==================== block 1
<file path="config.mk">
export PLATFORM = sky130hd
export DESIGN_NAME = output_port_arbiter
export DESIGN_NICKNAME = d
export VERILOG_FILES = /design/src/rtl/output_port_arbiter.sv
export SDC_FILE = /design/constraint.sdc
export NUM_CORES = 1
export LEC_CHECK = 0
export CAP_MARGIN = 10
export CORE_ASPECT_RATIO = 0.5
export CORE_MARGIN = 3
export CORE_UTILIZATION = 41
export DETAILED_ROUTE_END_ITERATION = 8
export GPL_TIMING_DRIVEN = 1
export PLACE_DENSITY = 0.74
export SYNTH_ARGS = -nofsm -noshare
export SYNTH_HDL_FRONTEND = slang
export SYNTH_SLANG_ARGS = --single-unit
</file>
<file path="constraint.sdc">
create_clock -name clk -period 1.5 [get_ports clk]
set_clock_uncertainty 0.05 [all_clocks]
set_input_delay 0.225 -clock clk [delete_from_list [all_inputs] [get_ports clk]]
set_output_delay 0.225 -clock clk [all_outputs]
set_load 0.02 [all_outputs]
</file>
<file path="src/rtl/output_port_arbiter.sv">
// Two-requester round-robin arbiter that sequences loads into an 8-bit display latch.
// Every load is followed by a guaranteed hold window before the next grant.
module output_port_arbiter #(
    parameter int WIDTH       = 8,
    parameter int HOLD_CYCLES = 4
) (
    input  logic             clk,
    input  logic             clr,
    input  logic             req0,
    input  logic [WIDTH-1:0] data0,
    input  logic             req1,
    input  logic [WIDTH-1:0] data1,
    output logic             ack0,
    output logic             ack1,
    output logic             lo_n,
    output logic [WIDTH-1:0] out_bus,
    output logic             busy,
    output logic             grant_id
);

    typedef enum logic [1:0] {S_IDLE, S_LOAD, S_HOLD} state_t;

    localparam logic [7:0] HOLD_LOAD = 8'(HOLD_CYCLES - 1);

    state_t           r_state;
    state_t           w_state_nxt;
    logic [7:0]       r_cnt;
    logic             r_last;
    logic             r_ack0;
    logic             r_ack1;
    logic             r_lo_n;
    logic [WIDTH-1:0] r_out_bus;
    logic             r_busy;
    logic             r_grant_id;
    logic             w_grant;
    logic             w_win;

    // Arbitration and next-state decode; a tie goes to the requester not granted last.
    always_comb begin
        w_state_nxt = r_state;
        w_grant     = 1'b0;
        w_win       = 1'b0;
        unique case (r_state)
            S_IDLE: begin
                w_grant = req0 | req1;
                w_win   = (req0 && req1) ? ~r_last : req1;
                if (w_grant) w_state_nxt = S_LOAD;
            end
            S_LOAD: w_state_nxt = S_HOLD;
            S_HOLD: if (r_cnt == 8'd0) w_state_nxt = S_IDLE;
            default: w_state_nxt = S_IDLE;
        endcase
    end

    always_ff @(posedge clk) begin
        if (clr) begin
            r_state    <= S_IDLE;
            r_cnt      <= 8'd0;
            r_last     <= 1'b1;
            r_ack0     <= 1'b0;
            r_ack1     <= 1'b0;
            r_lo_n     <= 1'b1;
            r_out_bus  <= '0;
            r_busy     <= 1'b0;
            r_grant_id <= 1'b0;
        end else begin
            r_state <= w_state_nxt;
            unique case (r_state)
                S_IDLE: begin
                    if (w_grant) begin
                        r_out_bus  <= w_win ? data1 : data0;
                        r_grant_id <= w_win;
                        r_last     <= w_win;
                        r_lo_n     <= 1'b0;
                        r_busy     <= 1'b1;
                        r_ack0     <= ~w_win;
                        r_ack1     <= w_win;
                    end
                end
                S_LOAD: begin
                    r_lo_n <= 1'b1;
                    r_ack0 <= 1'b0;
                    r_ack1 <= 1'b0;
                    r_cnt  <= HOLD_LOAD;
                end
                S_HOLD: begin
                    // busy drops on the same edge that returns to IDLE
                    if (r_cnt == 8'd0) r_busy <= 1'b0;
                    else               r_cnt  <= r_cnt - 8'd1;
                end
                default: r_busy <= 1'b0;
            endcase
        end
    end

    assign ack0     = r_ack0;
    assign ack1     = r_ack1;
    assign lo_n     = r_lo_n;
    assign out_bus  = r_out_bus;
    assign busy     = r_busy;
    assign grant_id = r_grant_id;

endmodule

</file>
==================== block 2
--- config.mk ---
export PLATFORM = sky130hd
export DESIGN_NAME = data_bus_interface
export DESIGN_NICKNAME = d
export VERILOG_FILES = /design/src/rtl/data_bus_interface.sv
export SDC_FILE = /design/constraint.sdc
export NUM_CORES = 1
export LEC_CHECK = 0
export ABC_AREA = 0
export CORE_MARGIN = 4
export CORE_UTILIZATION = 42
export DETAILED_ROUTE_END_ITERATION = 8
export GPL_TIMING_DRIVEN = 0
export PLACE_DENSITY_LB_ADDON = 0.3
export REMOVE_ABC_BUFFERS = 1
export SLEW_MARGIN = 40
export SYNTH_ARGS = -nofsm -noshare
export SYNTH_HDL_FRONTEND = slang
export SYNTH_SLANG_ARGS = --single-unit
--- constraint.sdc ---
create_clock -name fclk -period 1.25 [get_ports fclk]
set_clock_uncertainty 0.05 [all_clocks]
set_input_delay 0.1875 -clock fclk [delete_from_list [all_inputs] [get_ports fclk]]
set_output_delay 0.1875 -clock fclk [all_outputs]
set_load 0.02 [all_outputs]
--- src/rtl/data_bus_interface.sv ---
// Data-side bus interface of the 65C02 core: captures read data into the
// input latches or instruction register, drives write data during phi2.
module data_bus_interface #(
    parameter logic [7:0] NOP_OPCODE = 8'hEA
) (
    input  logic       fclk,
    input  logic       resb,
    input  logic [1:0] q,
    input  logic       phi2,
    input  logic       be,
    input  logic       rwb,
    input  logic       rdy,
    input  logic [1:0] latch_ctrl,
    input  logic       ir_load,
    input  logic [7:0] data_in,
    input  logic [7:0] write_data_in,
    output logic [7:0] data_out,
    output logic       data_oe,
    output logic [7:0] input_data_latch_A,
    output logic [7:0] input_data_latch_B,
    output logic [7:0] ir_out,
    output logic       byte_valid,
    output logic       word_valid,
    output logic       phase_err
);

    typedef enum logic {W_IDLE, W_HIGH} word_state_t;

    word_state_t state, state_next;
    logic [1:0]  q_prev;
    logic        capture;
    logic        word_cmd;
    logic        load_a;
    logic        load_b;
    logic        load_ir;
    logic        word_done;

    always_comb begin
        capture  = (q == 2'd3) && phi2 && rwb && rdy;
        word_cmd = capture && !ir_load && (latch_ctrl == 2'b11);
    end

    always_ff @(posedge fclk) begin
        if (!resb) begin
            state <= W_IDLE;
        end else begin
            state <= state_next;
        end
    end

    // Any capture that is not the continuation of a word fetch drops back
    // to idle, which discards a pending low byte.
    always_comb begin
        state_next = state;
        if (capture) begin
            if (word_cmd && (state == W_IDLE)) begin
                state_next = W_HIGH;
            end else begin
                state_next = W_IDLE;
            end
        end
    end

    always_comb begin
        load_ir   = capture && ir_load;
        load_b    = capture && !ir_load &&
                    ((latch_ctrl == 2'b01) || ((latch_ctrl == 2'b11) && (state == W_IDLE)));
        load_a    = capture && !ir_load &&
                    ((latch_ctrl == 2'b10) || ((latch_ctrl == 2'b11) && (state == W_HIGH)));
        word_done = word_cmd && (state == W_HIGH);
    end

    always_ff @(posedge fclk) begin
        if (!resb) begin
            data_out           <= '0;
            data_oe            <= 1'b0;
            input_data_latch_A <= '0;
            input_data_latch_B <= '0;
            ir_out             <= NOP_OPCODE;
            byte_valid         <= 1'b0;
            word_valid         <= 1'b0;
            phase_err          <= 1'b0;
            q_prev             <= 2'd3;
        end else begin
            q_prev <= q;
            if (q != (q_prev + 2'd1)) begin
                phase_err <= 1'b1;
            end

            byte_valid <= capture;
            word_valid <= word_done;

            if (load_ir) begin
                ir_out <= data_in;
            end
            if (load_a) begin
                input_data_latch_A <= data_in;
            end
            if (load_b) begin
                input_data_latch_B <= data_in;
            end

            // be low overrides everything; data_out keeps its last value.
            if (!be) begin
                data_oe <= 1'b0;
            end else if ((q == 2'd1) && !rwb) begin
                data_out <= write_data_in;
                data_oe  <= 1'b1;
            end else if (q == 2'd3) begin
                data_oe <= 1'b0;
            end
        end
    end

endmodule

Figure 1. Routed clock nets over the placement (block 1).
Scale bar: 20 µm.
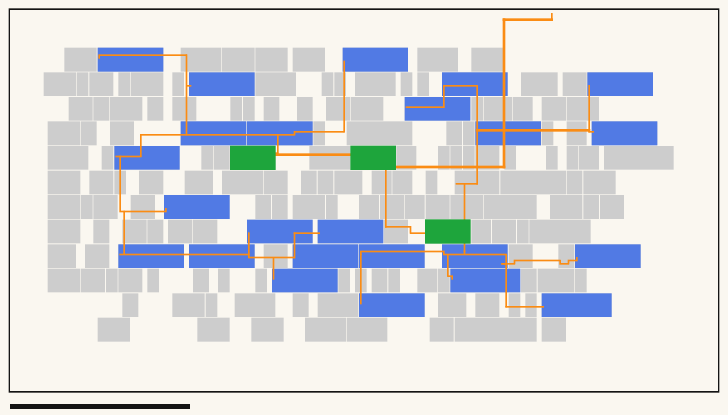
Key: orange = clock wires [length 270 µm]; green = cells driving clock nets [count 3]; blue = flip-flops [count 24]
There are 4 routed clock nets.
Clock Latency Late Sink: 0.26 ns
Clock net power: 0.430 mW
Clk pwr share: 25.2%

==> out/qor.log, block 1 <==
INFO  clock_network  clock_tree_from_tritoncts=built
INFO  logic_synthesis post_synth.cell_area_avg=8.61µm²
INFO  sta            postLayoutSetupSlackWorst=-0.0317ns
INFO  sta            final-max-slew-violation-count=0
INFO  routing        drt-vias-per-instance=4.91
INFO  logic_synthesis post_synth_and_or_nand_nor_area_fraction=27.6%
INFO  outcome        status=complete, but fails checks
INFO  logic_synthesis yosys.cell_count.top_type=dfxtp_1
INFO  logic_synthesis synth.top_cell.area_share=44.7%
INFO  finish         antenna-diode-count=0
INFO  worst_setup_path setup.worst_path.end_class=register
INFO  global_route   grt_use_met3=4.51%
INFO  min_path       hold_path_depth=2
INFO  logic_synthesis synth-warning-count=0
INFO  clock_network  clockBufferDepth=2
INFO  pwr            seqPwrFrac=43.7%
INFO  sta            setup_violations=1
INFO  logic_synthesis largest_non_sequential_cell_family_by_area=simple AND/OR/NAND/NOR gates
INFO  worst_setup_path critPathTopFamily=AND-OR/OR-AND gates
INFO  worst_setup_path criticalPathCategory=reg -> reg
INFO  clock_network  ctsHoldBuffers=0
INFO  routing        vias=1021
INFO  logic_synthesis yosys.stat.chipArea=0.00108mm²
INFO  min_path       min_path_type=reg -> reg
INFO  finish         fillCellCount=197
INFO  finish         design_area=0.00167mm²
INFO  outcome        failed_checks=setup timing
INFO  pwr            power.internal=1.21mW
INFO  global_route   grt_util_met2=25.0%
INFO  place          dp.final_hpwl=1.85mm
INFO  sta            final_min_period_over_clock_period=102%
INFO  pwr            power.share.switching=29.1%
INFO  routing        met3_wirelength=97µm
INFO  finish         layout-drive-gt1-share=20.8%
INFO  global_route   groute.usage.overall=15.7%
INFO  finish         nClkBuffers=4
INFO  clock_network  cts.repair.resized=7
INFO  sta            timing.slew.headroom=73.1%
INFO  clock_network  cts.clk_slew.worst_paths=0.08ns
INFO  routing        routed-wl-met2=1.12mm
Figure 2. Routed clock nets over the placement (block 2).
Scale bar: 20 µm.
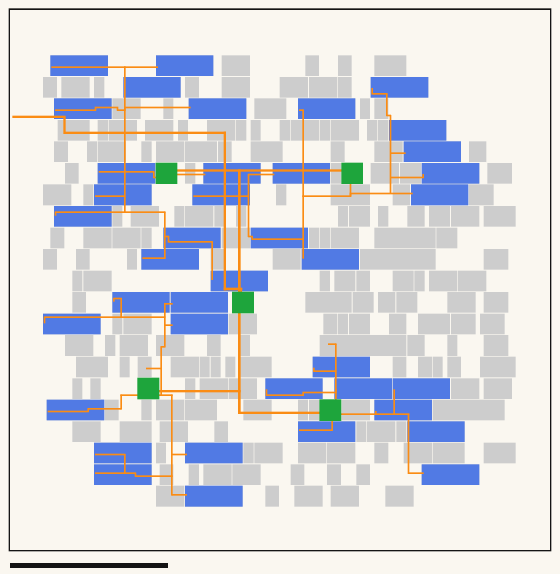
Key: green = cells driving clock nets [count 5]; blue = flip-flops [count 39]; orange = clock wires [length 453 µm]
Position of the flops: widely spread. There are 6 routed clock nets.
Clock Latency Late Sink: 0.33 ns
Clock net power: 0.881 mW
Clk pwr share: 37.1%

==> out/qor.log, block 2 <==
INFO  outcome        status=completed
INFO  logic_synthesis enable_flop_cells=0
INFO  min_path       worstHoldEndpoint=data_oe$_SDFFE_PN0P_
INFO  finish         antenna-diode-count=0
INFO  pwr            power.largest_group=registers
INFO  routing        remaining_drc_errors=0
INFO  die            floorplan.tapcells=46
INFO  clock_network  ctsHoldBuffers=0
INFO  routing        drt-vias-per-instance=4.87
INFO  job            timing.max_cap.violations=0
INFO  worst_setup_path critPathTopFamily=flip-flops
INFO  worst_setup_path cp_cell_sequence=clkdlybuf4s15_2
INFO  pwr            net-switching-power=0.530mW
INFO  place          routabilityCongestion=0.719
INFO  global_route   grt-ovfl-total=0
INFO  routing        dr_iter_0_viols=53
INFO  finish         most_frequent_logic_cells_in_the_routed_design=dfxtp_1, mux2i_1, nand2_1
INFO  finish         n_all_buffers=67
INFO  die            chipArea=0.00466mm²

==> notes/layouts.md <==
Pictures saved along the way, in no particular order.

Signal wires by layer.
Only two layers are drawn.
image #1
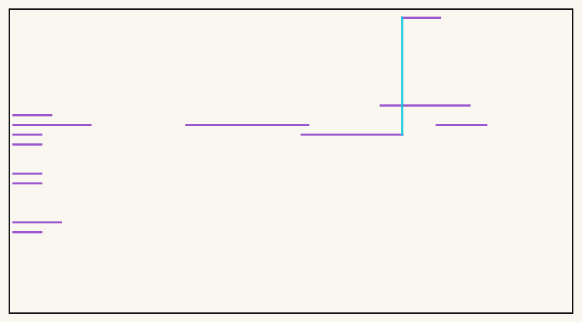
image #2
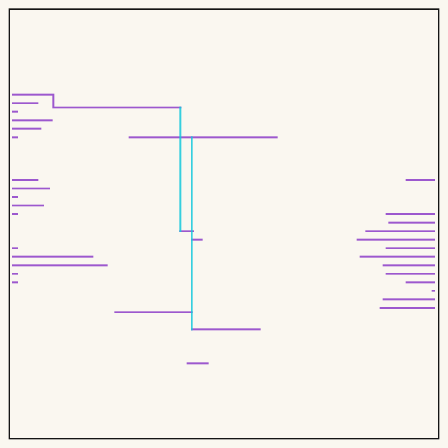
The one with the most wire is image #2.
| picture | from |
|---|---|
| image #1 | block 1 |
| image #2 | block 2 |



==> screenshots <==
Cells coloured by class.
Scale bar: 20 µm.
Plate I
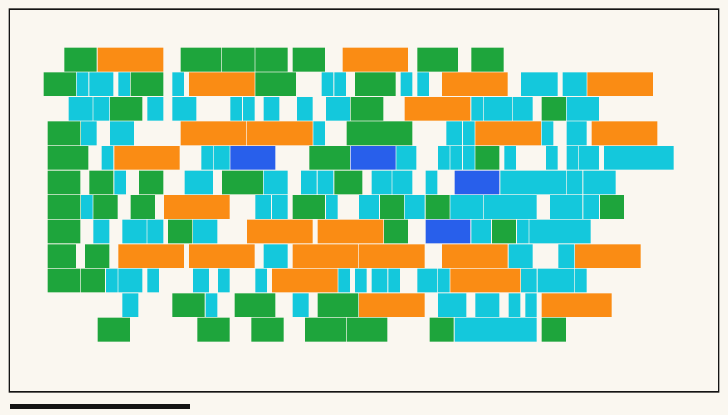
Plate II
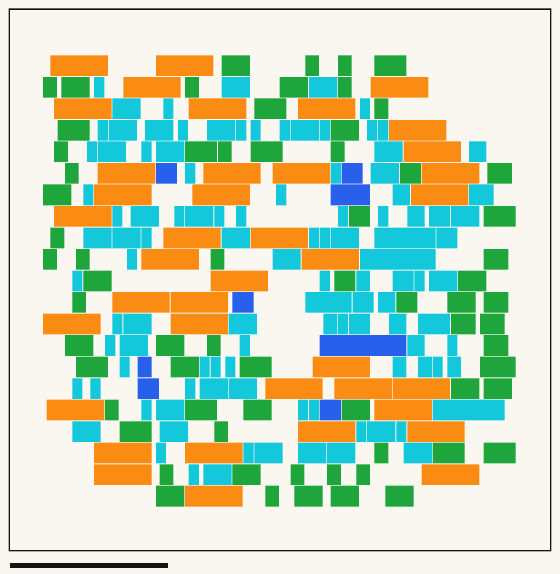
- block 2 = Plate II
- block 1 = Plate I
The one with the largest die is Plate II.
The one with the most cells is Plate II.

Key to Plate II:
Key: orange = flip-flops [cells 39]; green = other buffers and delay cells [cells 67]; blue = clock drivers and dummy loads [cells 8]; cyan = all other logic [cells 107]

Power and IR drop assume default switching activity.
